=== seq_frame_tx_flat ===
**seq_frame_tx_flat: congestion heat map**

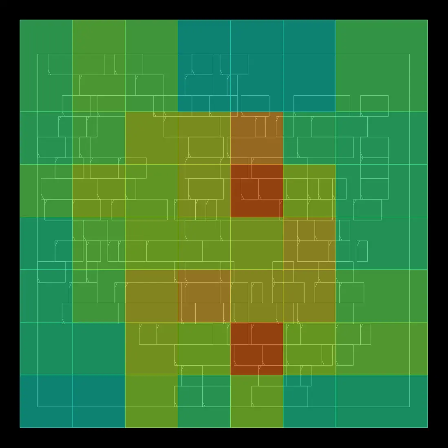

==> src/rtl/seq_frame_tx_if.sv <==
// Payload handshake and serial output bundle for seq_frame_tx.
// The master side offers payload words; the slave side (the transmitter)
// returns ready and the serial stream.
interface seq_frame_tx_if #(
  parameter int DATA_W = 8
) ();
  logic              in_valid;
  logic [DATA_W-1:0] in_data;
  logic              in_ready;
  logic              xout;
  logic              xvalid;
  logic              tx_done;

  modport master (
    output in_valid,
    output in_data,
    input  in_ready,
    input  xout,
    input  xvalid,
    input  tx_done
  );

  modport slave (
    input  in_valid,
    input  in_data,
    output in_ready,
    output xout,
    output xvalid,
    output tx_done
  );
endinterface

==> src/rtl/seq_frame_tx.sv <==
// Serial frame transmitter: sends the SYNC_PAT preamble, then the payload
// MSB-first, then GAP_CYC idle cycles. All serial outputs are registered, so
// the next-cycle value of xout/xvalid/tx_done is decided together with the
// next state.
module seq_frame_tx #(
  parameter int                DATA_W   = 8,
  parameter int                SYNC_W   = 4,
  parameter logic [SYNC_W-1:0] SYNC_PAT = 4'b1011,
  parameter int                GAP_CYC  = 2
) (
  input  logic          clk,
  input  logic          rst,
  seq_frame_tx_if.slave bus
);

  localparam int MAX_A   = (SYNC_W > DATA_W) ? SYNC_W : DATA_W;
  localparam int MAX_B   = (MAX_A > GAP_CYC) ? MAX_A : GAP_CYC;
  localparam int CNT_MAX = (MAX_B > 1) ? MAX_B : 1;
  localparam int CNT_W   = $clog2(CNT_MAX) + 1;
  localparam int IDX_W   = (SYNC_W > 1) ? $clog2(SYNC_W) : 1;

  typedef enum logic [1:0] {
    IDLE = 2'd0,
    SYNC = 2'd1,
    DATA = 2'd2,
    GAP  = 2'd3
  } state_t;

  state_t             state_q, state_d;
  logic [CNT_W-1:0]   cnt_q, cnt_d;
  logic [DATA_W-1:0]  shift_q, shift_d;
  logic               xout_q, xout_d;
  logic               xvalid_q, xvalid_d;
  logic               tx_done_q, tx_done_d;
  logic [IDX_W-1:0]   pat_idx;

  // Next-state and next-output decode; each branch loads the bit that will be on xout next cycle.
  always_comb begin
    state_d   = state_q;
    cnt_d     = cnt_q;
    shift_d   = shift_q;
    xout_d    = 1'b0;
    xvalid_d  = 1'b0;
    tx_done_d = 1'b0;
    // Preamble bit following the one currently on the line (k+1 when sending bit k).
    pat_idx   = IDX_W'(SYNC_W - 2) - IDX_W'(cnt_q);

    case (state_q)
      IDLE: begin
        if (bus.in_valid) begin
          state_d  = SYNC;
          cnt_d    = '0;
          shift_d  = bus.in_data;
          xvalid_d = 1'b1;
          xout_d   = SYNC_PAT[SYNC_W-1];
        end
      end
      SYNC: begin
        xvalid_d = 1'b1;
        if (cnt_q == CNT_W'(SYNC_W - 1)) begin
          state_d = DATA;
          cnt_d   = '0;
          xout_d  = shift_q[DATA_W-1];
          shift_d = shift_q << 1;
        end else begin
          cnt_d  = cnt_q + 1'b1;
          xout_d = SYNC_PAT[pat_idx];
        end
      end
      DATA: begin
        if (cnt_q == CNT_W'(DATA_W - 1)) begin
          // Last payload bit is on the line now; tx_done rides the cycle after it.
          cnt_d     = '0;
          tx_done_d = 1'b1;
          state_d   = (GAP_CYC > 0) ? GAP : IDLE;
        end else begin
          cnt_d    = cnt_q + 1'b1;
          xvalid_d = 1'b1;
          xout_d   = shift_q[DATA_W-1];
          shift_d  = shift_q << 1;
        end
      end
      GAP: begin
        if (cnt_q == CNT_W'(GAP_CYC - 1)) begin
          state_d = IDLE;
          cnt_d   = '0;
        end else begin
          cnt_d = cnt_q + 1'b1;
        end
      end
      default: begin
        state_d = IDLE;
        cnt_d   = '0;
      end
    endcase
  end

  // State, counter, payload and registered serial outputs; active-low reset abandons any frame.
  always_ff @(posedge clk) begin
    if (!rst) begin
      state_q   <= IDLE;
      cnt_q     <= '0;
      shift_q   <= '0;
      xout_q    <= 1'b0;
      xvalid_q  <= 1'b0;
      tx_done_q <= 1'b0;
    end else begin
      state_q   <= state_d;
      cnt_q     <= cnt_d;
      shift_q   <= shift_d;
      xout_q    <= xout_d;
      xvalid_q  <= xvalid_d;
      tx_done_q <= tx_done_d;
    end
  end

  assign bus.in_ready = (state_q == IDLE);
  assign bus.xout     = xout_q;
  assign bus.xvalid   = xvalid_q;
  assign bus.tx_done  = tx_done_q;

endmodule

==> src/flat_wrapper.sv <==
// flat-port wrapper written by rule: the top's interface ports become plain ports
module seq_frame_tx_flat 
#(
  parameter int                DATA_W   = 8,
  parameter int                SYNC_W   = 4,
  parameter logic [SYNC_W-1:0] SYNC_PAT = 4'b1011,
  parameter int                GAP_CYC  = 2
)
  (clk, rst, bus_in_valid, bus_in_data, bus_in_ready, bus_xout, bus_xvalid, bus_tx_done);
  seq_frame_tx_if #(.DATA_W(DATA_W)) bus_i ();
  input  logic clk;
  input  logic rst;
  input wire logic [$bits(bus_i.in_valid)-1:0] bus_in_valid;
  input wire logic [$bits(bus_i.in_data)-1:0] bus_in_data;
  output wire logic [$bits(bus_i.in_ready)-1:0] bus_in_ready;
  output wire logic [$bits(bus_i.xout)-1:0] bus_xout;
  output wire logic [$bits(bus_i.xvalid)-1:0] bus_xvalid;
  output wire logic [$bits(bus_i.tx_done)-1:0] bus_tx_done;
  assign bus_i.in_valid = bus_in_valid;
  assign bus_i.in_data = bus_in_data;
  assign bus_in_ready = bus_i.in_ready;
  assign bus_xout = bus_i.xout;
  assign bus_xvalid = bus_i.xvalid;
  assign bus_tx_done = bus_i.tx_done;
  seq_frame_tx #(.DATA_W(DATA_W), .SYNC_W(SYNC_W), .SYNC_PAT(SYNC_PAT), .GAP_CYC(GAP_CYC)) u_core (.clk(clk), .rst(rst), .bus(bus_i));
endmodule
==> config.mk <==
export PLATFORM = sky130hd
export DESIGN_NAME = seq_frame_tx_flat
export DESIGN_NICKNAME = d
export VERILOG_FILES = /design/src/rtl/seq_frame_tx_if.sv /design/src/rtl/seq_frame_tx.sv /design/src/flat_wrapper.sv
export SDC_FILE = /design/constraint.sdc
export NUM_CORES = 1
export LEC_CHECK = 0
export CAP_MARGIN = 20
export CORE_MARGIN = 2
export CORE_UTILIZATION = 40
export DETAILED_ROUTE_END_ITERATION = 8
export PLACE_DENSITY = 0.65
export SYNTH_ARGS = -nofsm -noshare
export SYNTH_HDL_FRONTEND = slang
export SYNTH_SLANG_ARGS = --single-unit
export TNS_END_PERCENT = 10
==> constraint.sdc <==
create_clock -name clk -period 5.71 [get_ports clk]
set_input_delay 1.142 -clock clk [delete_from_list [all_inputs] [get_ports clk]]
set_output_delay 1.142 -clock clk [all_outputs]
set_load 0.01 [all_outputs]
=== spi_gpio_hub ===
===== src/rtl/spi_gpio_hub_pkg.sv =====
// Shared constants for the SPI-to-GPIO hub: register map, command byte layout, FSM states.
package spi_gpio_hub_pkg;

   // Per-port register offsets within a 4-byte port block
   localparam logic [1:0] OFF_OE    = 2'd0;
   localparam logic [1:0] OFF_ODATA = 2'd1;
   localparam logic [1:0] OFF_IDATA = 2'd2;
   localparam logic [1:0] OFF_ISR   = 2'd3;

   localparam logic [5:0] IER_BASE   = 6'h30;
   localparam logic [5:0] ID_ADDR    = 6'h3F;
   localparam logic [7:0] ID_VALUE   = 8'hA5;
   localparam logic [7:0] DUMMY_BYTE = 8'h5A;

   // Command byte layout: [7] write, [6] auto-increment, [5:0] start address
   localparam int unsigned CMD_WR_BIT   = 7;
   localparam int unsigned CMD_AINC_BIT = 6;

   typedef enum logic [1:0] {
      IDLE,
      CMD,
      DATA
   } state_t;

endpackage


===== src/rtl/spi_slave_shifter.sv =====
// SPI mode 0 slave front end: input synchronisers, SCK/CS edge detect, bit counter,
// receive and transmit shift registers. Everything runs in the system clock domain.
module spi_slave_shifter
   import spi_gpio_hub_pkg::*;
#(
   parameter int unsigned SYNC_STAGES = 2
) (
   input  logic       clk,
   input  logic       rst,
   input  logic       spi_clk,
   input  logic       spi_cs_n,
   input  logic       spi_mosi,
   input  logic       load,
   input  logic [7:0] load_data,
   output logic       byte_done,
   output logic [7:0] rx_byte,
   output logic       cs_fall,
   output logic       cs_rise,
   output logic       miso,
   output logic       miso_oe
);

   logic [SYNC_STAGES-1:0] sck_sync, cs_sync, mosi_sync;
   logic                   sck_prev, cs_prev;
   logic                   sck_s, cs_s, mosi_s;
   logic                   sck_rise, sck_fall;
   logic                   frame_ok;
   logic [2:0]             bit_cnt;
   logic [7:0]             rx_sr, tx_sr;

   assign sck_s    = sck_sync[SYNC_STAGES-1];
   assign cs_s     = cs_sync[SYNC_STAGES-1];
   assign mosi_s   = mosi_sync[SYNC_STAGES-1];
   assign sck_rise = sck_s & ~sck_prev;
   assign sck_fall = ~sck_s & sck_prev;
   assign cs_fall  = ~cs_s & cs_prev;
   assign cs_rise  = cs_s & ~cs_prev;
   assign miso_oe  = frame_ok & ~cs_s;

   // Synchronisers and edge-detect history. CS resets to "low" so a frame that is already
   // in progress when reset lifts never shows a falling edge and stays ignored.
   always_ff @(posedge clk) begin
      if (rst) begin
         sck_sync  <= '0;
         cs_sync   <= '0;
         mosi_sync <= '0;
         sck_prev  <= 1'b0;
         cs_prev   <= 1'b0;
      end else begin
         sck_sync  <= {sck_sync[SYNC_STAGES-2:0], spi_clk};
         cs_sync   <= {cs_sync[SYNC_STAGES-2:0], spi_cs_n};
         mosi_sync <= {mosi_sync[SYNC_STAGES-2:0], spi_mosi};
         sck_prev  <= sck_s;
         cs_prev   <= cs_s;
      end
   end

   // Frame tracking, bit counting and both shift registers
   always_ff @(posedge clk) begin
      if (rst) begin
         frame_ok  <= 1'b0;
         bit_cnt   <= '0;
         rx_sr     <= '0;
         rx_byte   <= '0;
         byte_done <= 1'b0;
         tx_sr     <= '0;
         miso      <= 1'b0;
      end else begin
         byte_done <= 1'b0;
         if (cs_fall) begin
            frame_ok <= 1'b1;
            bit_cnt  <= '0;
            // MSB of the dummy byte must be on the pad before the first SCK rise
            miso     <= DUMMY_BYTE[7];
            tx_sr    <= {DUMMY_BYTE[6:0], 1'b0};
         end else if (cs_rise) begin
            frame_ok <= 1'b0;
            bit_cnt  <= '0;
         end else if (frame_ok && !cs_s) begin
            if (sck_rise) begin
               rx_sr   <= {rx_sr[6:0], mosi_s};
               bit_cnt <= bit_cnt + 3'd1;
               if (bit_cnt == 3'd7) begin
                  byte_done <= 1'b1;
                  rx_byte   <= {rx_sr[6:0], mosi_s};
               end
            end
            // tx_sr holds the bits not yet presented; a load lands between the 8th rise and
            // the following fall, so that fall presents the new byte's MSB.
            if (load) begin
               tx_sr <= load_data;
            end else if (sck_fall) begin
               miso  <= tx_sr[7];
               tx_sr <= {tx_sr[6:0], 1'b0};
            end
         end
      end
   end

endmodule


===== src/rtl/spi_gpio_hub.sv =====
// SPI-controlled GPIO hub: per-port OE/ODATA/IDATA registers behind a byte-addressed SPI
// register interface. Define SPI_GPIO_HUB_IRQ_EN to build input edge interrupts (ISR/IER/o_irq).
module spi_gpio_hub
   import spi_gpio_hub_pkg::*;
#(
   parameter int unsigned N_PORTS     = 4,
   parameter int unsigned PORT_W      = 8,
   parameter int unsigned SYNC_STAGES = 2
) (
   input  logic                        i_clk,
   input  logic                        i_rst,
   input  logic                        i_spi_clk,
   input  logic                        i_spi_cs_n,
   input  logic                        i_spi_mosi,
   output logic                        o_spi_miso,
   output logic                        o_spi_miso_oe,
   output logic [N_PORTS*PORT_W-1:0]   o_gpio_out,
   output logic [N_PORTS*PORT_W-1:0]   o_gpio_oe,
   input  logic [N_PORTS*PORT_W-1:0]   i_gpio_in,
   output logic                        o_irq
);

   localparam int unsigned W = N_PORTS * PORT_W;

   logic                            byte_done, cs_fall, cs_rise;
   logic [7:0]                      rx_byte, rd_data;
   state_t                          state_q;
   logic [5:0]                      addr_q;
   logic                            wr_q, ainc_q, load_q, wr_en;
   logic [SYNC_STAGES-1:0][W-1:0]   gin_sync;
   logic [N_PORTS-1:0][PORT_W-1:0]  idata;
   logic [N_PORTS-1:0][PORT_W-1:0]  oe_q, oe_d, odata_q, odata_d;
`ifdef SPI_GPIO_HUB_IRQ_EN
   logic [N_PORTS-1:0][PORT_W-1:0]  isr_q, isr_d, ier_q, ier_d, idata_prev;
   logic                            irq_q;
`endif

   spi_slave_shifter #(
      .SYNC_STAGES (SYNC_STAGES)
   ) u_shifter (
      .clk       (i_clk),
      .rst       (i_rst),
      .spi_clk   (i_spi_clk),
      .spi_cs_n  (i_spi_cs_n),
      .spi_mosi  (i_spi_mosi),
      .load      (load_q),
      .load_data (rd_data),
      .byte_done (byte_done),
      .rx_byte   (rx_byte),
      .cs_fall   (cs_fall),
      .cs_rise   (cs_rise),
      .miso      (o_spi_miso),
      .miso_oe   (o_spi_miso_oe)
   );

   assign idata      = gin_sync[SYNC_STAGES-1];
   assign o_gpio_oe  = oe_q;
   assign o_gpio_out = odata_q;
   assign wr_en      = byte_done && (state_q == DATA) && wr_q;

   // Frame FSM: decode the command byte, step the address, request transmit loads on reads
   always_ff @(posedge i_clk) begin
      if (i_rst) begin
         state_q <= IDLE;
         addr_q  <= '0;
         wr_q    <= 1'b0;
         ainc_q  <= 1'b0;
         load_q  <= 1'b0;
      end else begin
         load_q <= 1'b0;
         if (cs_rise) begin
            state_q <= IDLE;
         end else if (cs_fall) begin
            state_q <= CMD;
         end else if (byte_done) begin
            case (state_q)
               CMD: begin
                  wr_q    <= rx_byte[CMD_WR_BIT];
                  ainc_q  <= rx_byte[CMD_AINC_BIT];
                  addr_q  <= rx_byte[5:0];
                  load_q  <= ~rx_byte[CMD_WR_BIT];
                  state_q <= DATA;
               end
               DATA: begin
                  if (ainc_q) addr_q <= addr_q + 6'd1;
                  load_q <= ~wr_q;
               end
               default: ;
            endcase
         end
      end
   end

   // Read mux; anything unmapped or beyond N_PORTS reads as zero
   always_comb begin
      rd_data = '0;
      for (int p = 0; p < N_PORTS; p++) begin
         if (addr_q[5:2] == 4'(p)) begin
            if (addr_q[1:0] == OFF_OE)    rd_data[PORT_W-1:0] = oe_q[p];
            if (addr_q[1:0] == OFF_ODATA) rd_data[PORT_W-1:0] = odata_q[p];
            if (addr_q[1:0] == OFF_IDATA) rd_data[PORT_W-1:0] = idata[p];
`ifdef SPI_GPIO_HUB_IRQ_EN
            if (addr_q[1:0] == OFF_ISR)   rd_data[PORT_W-1:0] = isr_q[p];
`endif
         end
`ifdef SPI_GPIO_HUB_IRQ_EN
         if (addr_q == IER_BASE + 6'(p)) rd_data[PORT_W-1:0] = ier_q[p];
`endif
      end
      if (addr_q == ID_ADDR) rd_data = ID_VALUE;
   end

   // Register writes; ISR edge-set is applied after W1C so a same-cycle set wins
   always_comb begin
      oe_d    = oe_q;
      odata_d = odata_q;
`ifdef SPI_GPIO_HUB_IRQ_EN
      isr_d   = isr_q;
      ier_d   = ier_q;
`endif
      if (wr_en) begin
         for (int p = 0; p < N_PORTS; p++) begin
            if (addr_q[5:2] == 4'(p)) begin
               if (addr_q[1:0] == OFF_OE)    oe_d[p]    = rx_byte[PORT_W-1:0];
               if (addr_q[1:0] == OFF_ODATA) odata_d[p] = rx_byte[PORT_W-1:0];
`ifdef SPI_GPIO_HUB_IRQ_EN
               if (addr_q[1:0] == OFF_ISR)   isr_d[p]   = isr_q[p] & ~rx_byte[PORT_W-1:0];
`endif
            end
`ifdef SPI_GPIO_HUB_IRQ_EN
            if (addr_q == IER_BASE + 6'(p)) ier_d[p] = rx_byte[PORT_W-1:0];
`endif
         end
      end
`ifdef SPI_GPIO_HUB_IRQ_EN
      isr_d = isr_d | (idata & ~idata_prev & ier_q);
`endif
   end

   // GPIO input synchroniser and register state
   always_ff @(posedge i_clk) begin
      if (i_rst) begin
         gin_sync   <= '0;
         oe_q       <= '0;
         odata_q    <= '0;
`ifdef SPI_GPIO_HUB_IRQ_EN
         isr_q      <= '0;
         ier_q      <= '0;
         idata_prev <= '0;
         irq_q      <= 1'b0;
`endif
      end else begin
         gin_sync   <= {gin_sync[SYNC_STAGES-2:0], i_gpio_in};
         oe_q       <= oe_d;
         odata_q    <= odata_d;
`ifdef SPI_GPIO_HUB_IRQ_EN
         isr_q      <= isr_d;
         ier_q      <= ier_d;
         idata_prev <= idata;
         irq_q      <= |(isr_q & ier_q);
`endif
      end
   end

`ifdef SPI_GPIO_HUB_IRQ_EN
   assign o_irq = irq_q;
`else
   assign o_irq = 1'b0;
`endif

endmodule


===== config.mk =====
export PLATFORM = sky130hd
export DESIGN_NAME = spi_gpio_hub
export DESIGN_NICKNAME = d
export VERILOG_FILES = /design/src/rtl/spi_gpio_hub_pkg.sv /design/src/rtl/spi_slave_shifter.sv /design/src/rtl/spi_gpio_hub.sv
export SDC_FILE = /design/constraint.sdc
export NUM_CORES = 1
export LEC_CHECK = 0
export CORE_MARGIN = 5
export CORE_UTILIZATION = 54
export CTS_CLUSTER_SIZE = 16
export DETAILED_ROUTE_END_ITERATION = 6
export PLACE_DENSITY = 0.77
export SETUP_SLACK_MARGIN = 0.1
export SYNTH_ARGS = -nofsm -noshare
export SYNTH_HDL_FRONTEND = slang
export SYNTH_SLANG_ARGS = --single-unit

===== constraint.sdc =====
create_clock -name i_clk -period 2.5 [get_ports i_clk]
set_clock_uncertainty 0.1 [all_clocks]
set_input_delay 0.375 -clock i_clk [delete_from_list [all_inputs] [get_ports i_clk]]
set_output_delay 0.375 -clock i_clk [all_outputs]
set_load 0.1 [all_outputs]

=== multicycle_control ===
<file path="src/rtl/multicycle_control.sv">
// Main control FSM for the multicycle MIPS datapath: fetch, decode, execute,
// memory access and write-back sequencing with a single-ready memory stall.
module multicycle_control (
  input  logic       clk,
  input  logic       rst,
  input  logic [5:0] opcode,
  input  logic       mem_ready,
  output logic       PCWrite,
  output logic       PCWriteCond,
  output logic       IorD,
  output logic       MemRead,
  output logic       MemWrite,
  output logic       MemtoReg,
  output logic       IRWrite,
  output logic       RegWrite,
  output logic       RegDst,
  output logic       ALUSrcA,
  output logic [1:0] ALUSrcB,
  output logic [1:0] ALUOp,
  output logic [1:0] PCSource,
  output logic       instr_done,
  output logic       illegal_op,
  output logic [3:0] state
);

  typedef enum logic [3:0] {
    FETCH   = 4'd0,
    DECODE  = 4'd1,
    MEMADR  = 4'd2,
    MEMRD   = 4'd3,
    MEMWB   = 4'd4,
    MEMWR   = 4'd5,
    EXEC    = 4'd6,
    RTYPEWB = 4'd7,
    BRANCH  = 4'd8,
    JUMP    = 4'd9,
    ADDIEX  = 4'd10,
    ADDIWB  = 4'd11
  } state_t;

  localparam logic [5:0] OP_RTYPE = 6'h00;
  localparam logic [5:0] OP_LW    = 6'h23;
  localparam logic [5:0] OP_SW    = 6'h2B;
  localparam logic [5:0] OP_BEQ   = 6'h04;
  localparam logic [5:0] OP_J     = 6'h02;
  localparam logic [5:0] OP_ADDI  = 6'h08;

  state_t state_q, state_d;

  // State register
  always_ff @(posedge clk or posedge rst) begin
    if (rst) state_q <= FETCH;
    else     state_q <= state_d;
  end

  // Next-state and datapath controls; everything held low while in reset
  always_comb begin
    state_d     = state_q;
    PCWrite     = 1'b0;
    PCWriteCond = 1'b0;
    IorD        = 1'b0;
    MemRead     = 1'b0;
    MemWrite    = 1'b0;
    MemtoReg    = 1'b0;
    IRWrite     = 1'b0;
    RegWrite    = 1'b0;
    RegDst      = 1'b0;
    ALUSrcA     = 1'b0;
    ALUSrcB     = 2'b00;
    ALUOp       = 2'b00;
    PCSource    = 2'b00;
    instr_done  = 1'b0;
    illegal_op  = 1'b0;
    if (!rst) begin
      case (state_q)
        FETCH: begin
          MemRead = 1'b1;
          ALUSrcB = 2'b01;
          IRWrite = mem_ready;
          PCWrite = mem_ready;
          if (mem_ready) state_d = DECODE;
        end
        DECODE: begin
          ALUSrcB = 2'b11;
          case (opcode)
            OP_LW, OP_SW: state_d = MEMADR;
            OP_RTYPE:     state_d = EXEC;
            OP_BEQ:       state_d = BRANCH;
            OP_J:         state_d = JUMP;
            OP_ADDI:      state_d = ADDIEX;
            default: begin
              illegal_op = 1'b1;
              instr_done = 1'b1;
              state_d    = FETCH;
            end
          endcase
        end
        MEMADR: begin
          ALUSrcA = 1'b1;
          ALUSrcB = 2'b10;
          state_d = (opcode == OP_SW) ? MEMWR : MEMRD;
        end
        MEMRD: begin
          MemRead = 1'b1;
          IorD    = 1'b1;
          if (mem_ready) state_d = MEMWB;
        end
        MEMWB: begin
          RegWrite   = 1'b1;
          MemtoReg   = 1'b1;
          instr_done = 1'b1;
          state_d    = FETCH;
        end
        MEMWR: begin
          MemWrite   = 1'b1;
          IorD       = 1'b1;
          instr_done = mem_ready;
          if (mem_ready) state_d = FETCH;
        end
        EXEC: begin
          ALUSrcA = 1'b1;
          ALUOp   = 2'b10;
          state_d = RTYPEWB;
        end
        RTYPEWB: begin
          RegWrite   = 1'b1;
          RegDst     = 1'b1;
          instr_done = 1'b1;
          state_d    = FETCH;
        end
        BRANCH: begin
          ALUSrcA     = 1'b1;
          ALUOp       = 2'b01;
          PCWriteCond = 1'b1;
          PCSource    = 2'b01;
          instr_done  = 1'b1;
          state_d     = FETCH;
        end
        JUMP: begin
          PCWrite    = 1'b1;
          PCSource   = 2'b10;
          instr_done = 1'b1;
          state_d    = FETCH;
        end
        ADDIEX: begin
          ALUSrcA = 1'b1;
          ALUSrcB = 2'b10;
          state_d = ADDIWB;
        end
        ADDIWB: begin
          RegWrite   = 1'b1;
          instr_done = 1'b1;
          state_d    = FETCH;
        end
        default: state_d = FETCH;
      endcase
    end
  end

  assign state = state_q;

endmodule

</file>
<file path="config.mk">
export PLATFORM = sky130hd
export DESIGN_NAME = multicycle_control
export DESIGN_NICKNAME = d
export VERILOG_FILES = /design/src/rtl/multicycle_control.sv
export SDC_FILE = /design/constraint.sdc
export NUM_CORES = 1
export LEC_CHECK = 0
export CORE_MARGIN = 2
export CORE_UTILIZATION = 35
export CTS_BUF_LIST = sky130_fd_sc_hd__clkbuf_4 sky130_fd_sc_hd__clkbuf_8 sky130_fd_sc_hd__clkbuf_16
export DETAILED_ROUTE_END_ITERATION = 10
export GPL_TIMING_DRIVEN = 0
export HOLD_SLACK_MARGIN = 0.05
export PLACE_DENSITY = 0.75
export SYNTH_ARGS = -nofsm -noshare
export SYNTH_HDL_FRONTEND = slang
export SYNTH_SLANG_ARGS = --single-unit
export TNS_END_PERCENT = 100
</file>
<file path="constraint.sdc">
create_clock -name clk -period 1.95 [get_ports clk]
set_clock_uncertainty 0.05 [all_clocks]
set_input_delay 0.195 -clock clk [delete_from_list [all_inputs] [get_ports clk]]
set_output_delay 0.195 -clock clk [all_outputs]
set_load 0.02 [all_outputs]
</file>
=== rst_seq ===
### config.mk
export PLATFORM = sky130hd
export DESIGN_NAME = rst_seq
export DESIGN_NICKNAME = d
export VERILOG_FILES = /design/src/rtl/rst_seq.sv
export SDC_FILE = /design/constraint.sdc
export NUM_CORES = 1
export LEC_CHECK = 0
export CAP_MARGIN = 20
export CORE_AREA = 3 3 64 66
export CTS_CLUSTER_DIAMETER = 30
export DETAILED_ROUTE_END_ITERATION = 16
export DIE_AREA = 0 0 67 69
export PLACE_DENSITY = 0.76
export SYNTH_ARGS = -nofsm -noshare
export SYNTH_HDL_FRONTEND = slang
export SYNTH_SLANG_ARGS = --single-unit
export TNS_END_PERCENT = 20
### constraint.sdc
create_clock -name clock -period 5.3 [get_ports clock]
set_input_delay 1.59 -clock clock [delete_from_list [all_inputs] [get_ports clock]]
set_output_delay 1.59 -clock clock [all_outputs]
set_load 0.02 [all_outputs]
### src/rtl/rst_seq.sv
// Staged reset sequencer: releases memory, peripheral and CPU reset domains in order,
// and re-runs the peripheral/CPU part of the sequence on a software request.
module rst_seq #(
  parameter int unsigned STAGE_GAP = 16,
  parameter int unsigned SOFT_HOLD = 8
) (
  input  logic       clock,
  input  logic       reset_in_n,
  input  logic       soft_rst_req,
  output logic       mem_rst,
  output logic       periph_rst,
  output logic       cpu_rst,
  output logic       seq_done,
  output logic [7:0] rst_count
);

  typedef enum logic [2:0] {
    HOLD,
    WAIT_PERIPH,
    WAIT_CPU,
    RUN,
    SOFT
  } state_e;

  localparam logic [15:0] GapLast  = 16'(STAGE_GAP - 1);
  localparam logic [15:0] HoldLast = 16'(SOFT_HOLD - 1);

  logic [1:0]  sync_q;
  state_e      state_q;
  logic [15:0] cnt_q;
  logic        mem_q;
  logic        periph_q;
  logic        cpu_q;
  logic        done_q;
  logic [7:0]  count_q;

  // Reset assertion is immediate; its release is delayed two edges so the FSM never
  // sees a deassertion that races the clock.
  always_ff @(posedge clock or negedge reset_in_n) begin
    if (!reset_in_n) begin
      sync_q <= 2'b00;
    end else begin
      sync_q <= {sync_q[0], 1'b1};
    end
  end

  always_ff @(posedge clock or negedge reset_in_n) begin
    if (!reset_in_n) begin
      state_q  <= HOLD;
      cnt_q    <= '0;
      mem_q    <= 1'b1;
      periph_q <= 1'b1;
      cpu_q    <= 1'b1;
      done_q   <= 1'b0;
      count_q  <= '0;
    end else if (sync_q[1]) begin
      case (state_q)
        HOLD: begin
          if (cnt_q == GapLast) begin
            state_q <= WAIT_PERIPH;
            cnt_q   <= '0;
            mem_q   <= 1'b0;
          end else begin
            cnt_q <= cnt_q + 16'd1;
          end
        end
        WAIT_PERIPH: begin
          if (cnt_q == GapLast) begin
            state_q  <= WAIT_CPU;
            cnt_q    <= '0;
            periph_q <= 1'b0;
          end else begin
            cnt_q <= cnt_q + 16'd1;
          end
        end
        WAIT_CPU: begin
          if (cnt_q == GapLast) begin
            state_q <= RUN;
            cnt_q   <= '0;
            cpu_q   <= 1'b0;
            done_q  <= 1'b1;
          end else begin
            cnt_q <= cnt_q + 16'd1;
          end
        end
        RUN: begin
          // Only RUN listens to the request, so a held request fires once per RUN entry.
          if (soft_rst_req) begin
            state_q  <= SOFT;
            cnt_q    <= '0;
            periph_q <= 1'b1;
            cpu_q    <= 1'b1;
            done_q   <= 1'b0;
            if (count_q != 8'hFF) begin
              count_q <= count_q + 8'd1;
            end
          end else begin
            cnt_q <= cnt_q + 16'd1;
          end
        end
        SOFT: begin
          if (cnt_q == HoldLast) begin
            state_q  <= WAIT_CPU;
            cnt_q    <= '0;
            periph_q <= 1'b0;
          end else begin
            cnt_q <= cnt_q + 16'd1;
          end
        end
        default: begin
          state_q  <= HOLD;
          cnt_q    <= '0;
          mem_q    <= 1'b1;
          periph_q <= 1'b1;
          cpu_q    <= 1'b1;
          done_q   <= 1'b0;
        end
      endcase
    end
  end

  assign mem_rst    = mem_q;
  assign periph_rst = periph_q;
  assign cpu_rst    = cpu_q;
  assign seq_done   = done_q;
  assign rst_count  = count_q;

endmodule


==> gallery <==
Congestion heat map.
Plate I
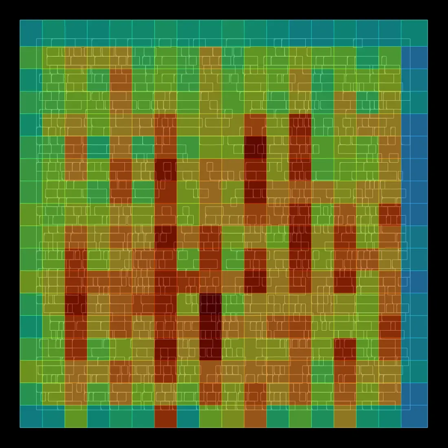
Plate II
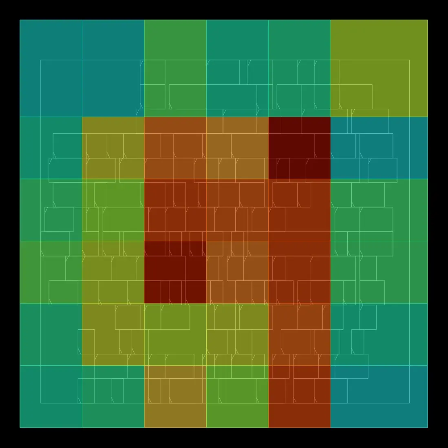
Plate III
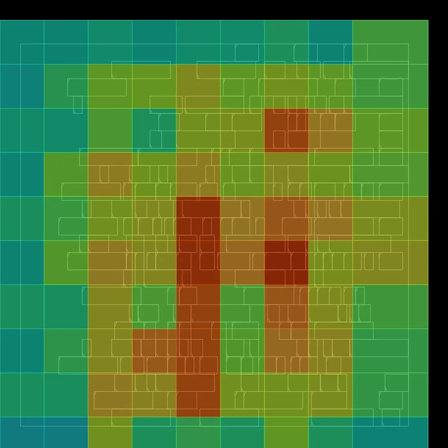
Plate I comes from spi_gpio_hub.
Plate III comes from rst_seq.
Plate II comes from multicycle_control.

**multicycle_control: I/O nets highlighted**

Bar = 10 um.
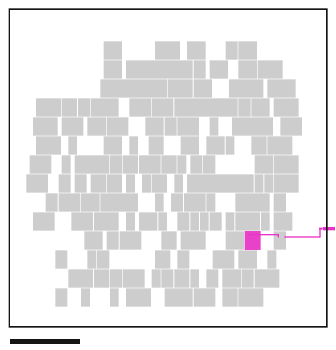
- magenta: `MemRead` (bits 1; direction output; end cells 1; buffers 1; wire 11.0 um)

==> results_slide.txt, multicycle_control <==
Synthesis and Place & Route Summary

Run
  • Tool warnings: 29

Yosys
  • Cell Type Count: 35

Outcome
  • Status: complete, but fails checks
  • Violated checks: negative setup slack

GRT
  • Vias in the first global route: 774

Cells and area
  • Design area: 1010 um2
  • Layout area overhead: 70.2%
  • Final-layout clock buffer total: 4

Min path
  • Worst hold stages: 3

Timing
  • Highest clock rate: 504 MHz
  • Minimum clock period: 1.98 ns
  • Setup violators final: 2
  • Cycle use final: 102%
  • Final setup margin: -0.0333 ns

Clock tree
  • Post-CTS setup buffer count: 7

Setup path
  • Worst endpoint data arrival time: 2.10 ns

Power and ir drop
  • Largest power group: combinational logic

Detailed routing
  • Antenna Nets Post-Route: 0
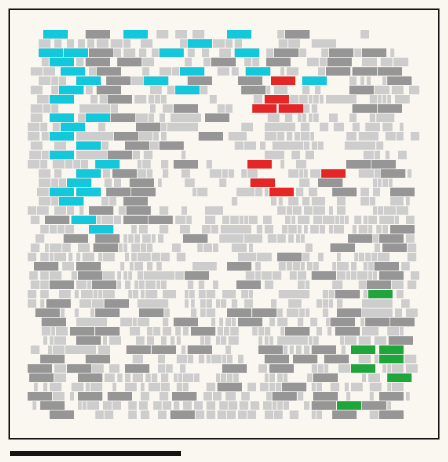
**Above:** spi_gpio_hub (where the registers sit).
Bar = 50 um. Other sequential cells in the stronger grey, the rest of the logic in the fainter grey.
- red: `u_shifter.tx_sr` (sequential cells 8)
- green: `u_shifter.rx_sr` (sequential cells 7; where bottom right)
- cyan: `gin_sync` (sequential cells 32; where top left)
- not coloured: 129

==> results_slide.txt, spi_gpio_hub <==
Synthesis and Place & Route Summary

Outcome
  • Status: finished clean

Yosys
  • XOR/XNOR Area Share: 0.122%
  • Synthesis Warnings: 0
  • Main flop type: dfxtp_1
  • Dominant cell area share: 49.0%
  • Most numerous cell in the Yosys netlist: dfxtp_1

Setup path
  • CP Buf/Inv Count: 2
  • Top cell family by delay on the critical path: AND-OR/OR-AND gates

Cells and area
  • Comb/total area: 37.9%
  • Top Layout Cells: dfxtp_1, buf_4, nor2b_1, a21oi_1, nor2_1

Power and ir drop
  • Largest power group: registers

Timing
  • Highest clock rate: 429 MHz

Placed design
  • Number of port buffers: 102

GRT
  • Largest net degree at the start of global routing: 86

Run
  • Max-cap violations: 0

Detailed routing
  • Residual DRC: 0
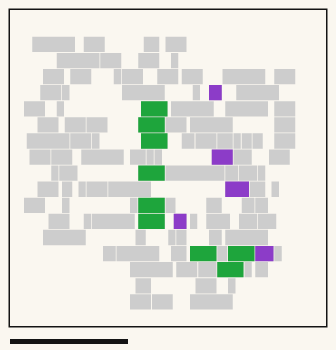
**Above:** seq_frame_tx_flat (logic cells by family).
Bar = 20 um.
- green: fa/ha/maj cells (cells 9; most used ha_1)
- purple: and/or cells (cells 5)

## Picture notes: 'congestion heat map' of seq_frame_tx_flat
Global Route met3 Usage: 2.82%
Avg WL per Cell: 12.4 um
GR peak layer: met2
GR met1 Demand/Resource: 18.2%

==> results_slide.txt, seq_frame_tx_flat <==
Synthesis and Place & Route Summary

Floorplanning
  • Starting Density: 43.3%

GRT
  • Largest net degree at the start of global routing: 21
  • M2 GR Usage: 22.8%
  • GR Overflow Total: 0
  • Vias in the first global route: 683

Power and ir drop
  • Comb. pwr: 0.265 mW
  • Peak supply drop: 227 uV
  • Internal power: 0.312 mW

Min path
  • Worst hold stages: 2

Setup path
  • Flop-to-flop setup slack: 3.33 ns
  • Worst endpoint data arrival time: 1.56 ns

Yosys
  • Simple Share, Synth: 17.9%
  • Synth mux share: 9.22%
  • Post-Synth Adder-Cell Area: 11.5%

Cells and area
  • Clk tree area frac: 2.39%

Detailed routing
  • DR vias/cell: 5.38
  • DR pass1 iterations: 4

Outcome
  • Status: finished clean
**rst_seq: zoomed window**

Bar = 5 um. Region (24, 38) to (44, 58) um. Cells in grey, sequential cells in the stronger grey; small squares are vias.
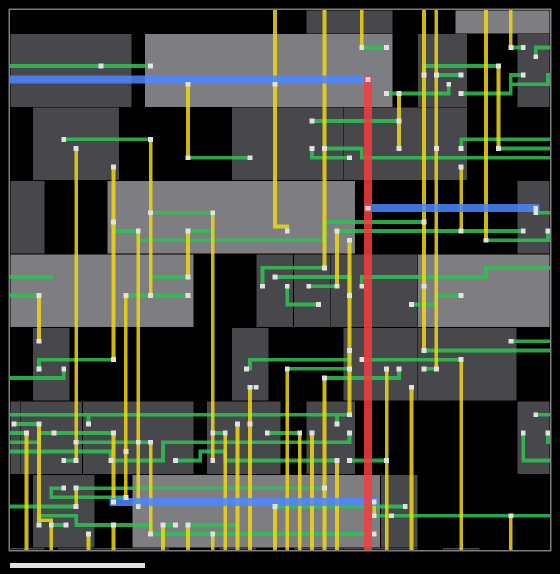
- blue: M3
- green: M1
- yellow: M2
- red: M4
- netlist names of flops here include: `cnt_q` (3), `rst_count` (2)
- most frequent: dfrtp_1 (5)
- sequential cells in the window: 5
- cells with their middle in the window: 27

**rst_seq: logic cells by family**

Bar = 20 um.
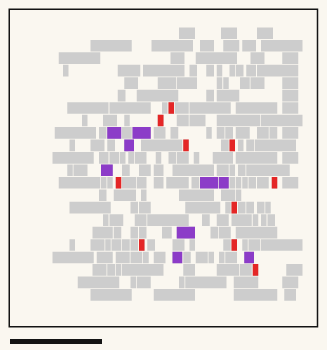
- red: inv cells (cells 10; most used inv_1)
- purple: and/or cells (cells 9)

==> results_slide.txt, rst_seq <==
Synthesis and Place & Route Summary

Outcome
  • Status: finished clean

Floorplanning
  • Starting Density: 48.9%

Yosys
  • Cell Type Count: 41
  • Top logic family: simple AND/OR/NAND/NOR gates

Cells and area
  • Design area: 2040 um2
  • Layout area overhead: 14.8%
  • N_diodes: 0

Placed design
  • Number of port buffers: 14
  • Final RePlAce weighted congestion: 0.820

Detailed routing
  • Iter 0 DRT Violations: 139
  • DR pass1 iterations: 5
  • Vias: 1,444

Power and ir drop
  • Clock network power share: 29.7%
  • Net Switching: 0.210 mW
  • Peak supply drop: 138 uV
  • Comb. pwr: 0.112 mW

GRT
  • Initial antenna violation count: 0

Min path
  • Hold Crit Start: sync_q[0]

Setup path
  • Top cell family by delay on the critical path: AND-OR/OR-AND gates


==> notes/layouts.md <==
Pictures saved along the way, in no particular order.

Zoomed window.
image #1
Bar = 5 um. Region (53, 78) to (73, 98) um. Cells in grey, sequential cells in the stronger grey; small squares are vias.
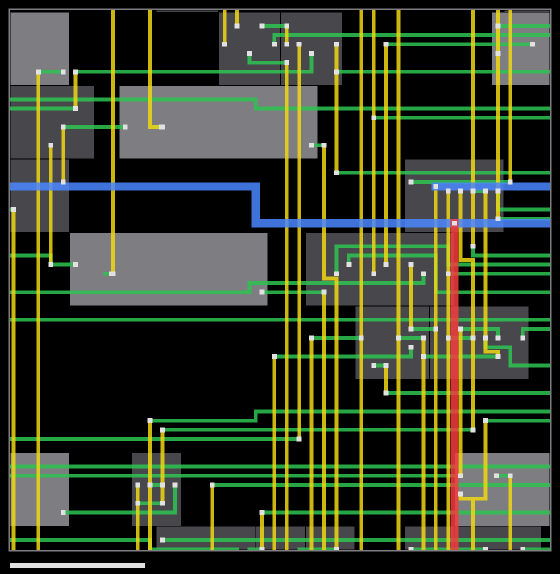
image #2
Bar = 5 um. Region (17, 27) to (37, 47) um. Cells in grey, sequential cells in the stronger grey; small squares are vias.
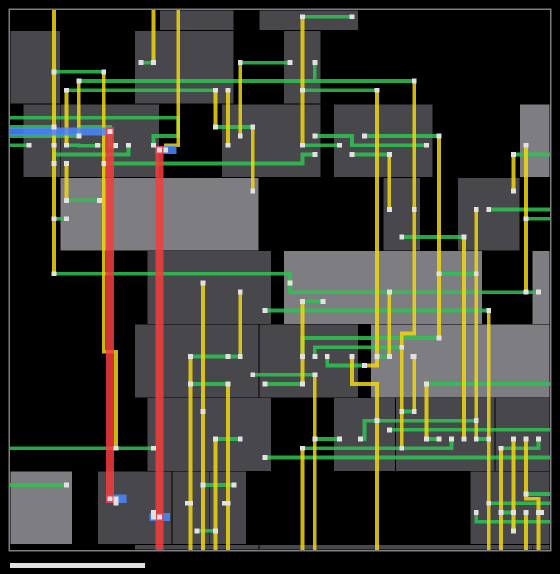
image #3
Bar = 5 um. Region (13, 22) to (33, 42) um. Cells in grey, sequential cells in the stronger grey; small squares are vias.
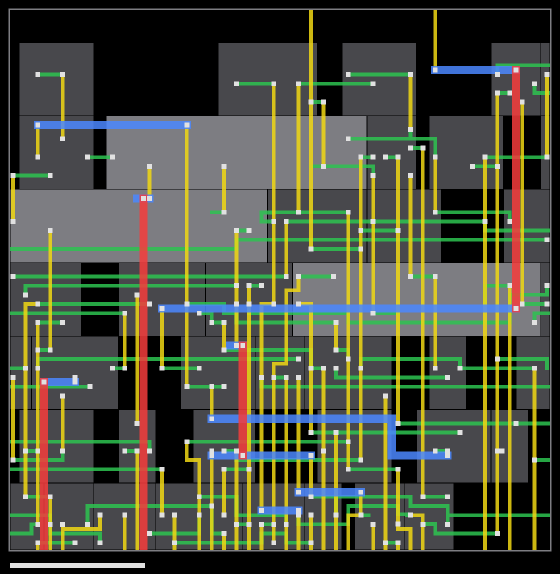
- largest die: image #1
- smallest die: image #3
spi_gpio_hub is image #1.
seq_frame_tx_flat is image #2.
multicycle_control is image #3.

Key to image #2:
- yellow: M2
- red: M4
- green: M1
- blue: M3
- netlist names of flops here include: `u_core.shift_q` (3)
- cells with their middle in the window: 23
- sequential cells in the window: 3


==> screenshots <==
Signal wires by layer.
(a)
Bar = 20 um.
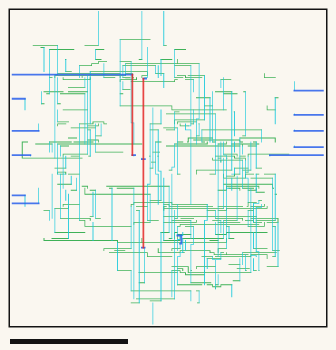
(b)
Bar = 20 um.
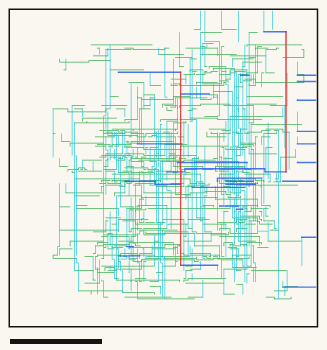
(c)
Bar = 50 um.
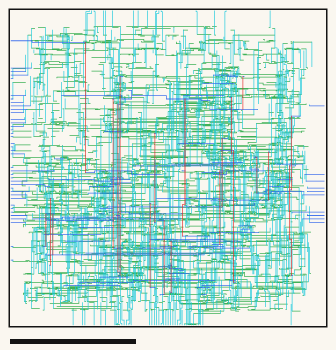
(d)
Bar = 10 um.
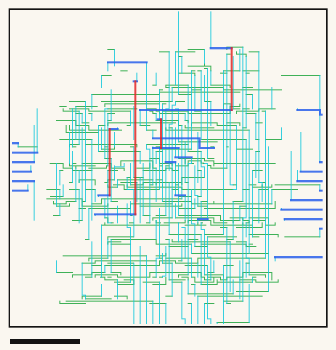
- most wire: (c)
- least wire: (a)
(d) comes from multicycle_control.
(a) comes from seq_frame_tx_flat.
(b) comes from rst_seq.
(c) comes from spi_gpio_hub.

Key to (d):
- green: M1 (wire length 902 um)
- red: M4 (wire length 41.5 um)
- cyan: M2 (wire length 1,040 um)
- blue: M3 (wire length 98.9 um)

Power figures rest on the tool's default switching activity, not on a simulated workload.
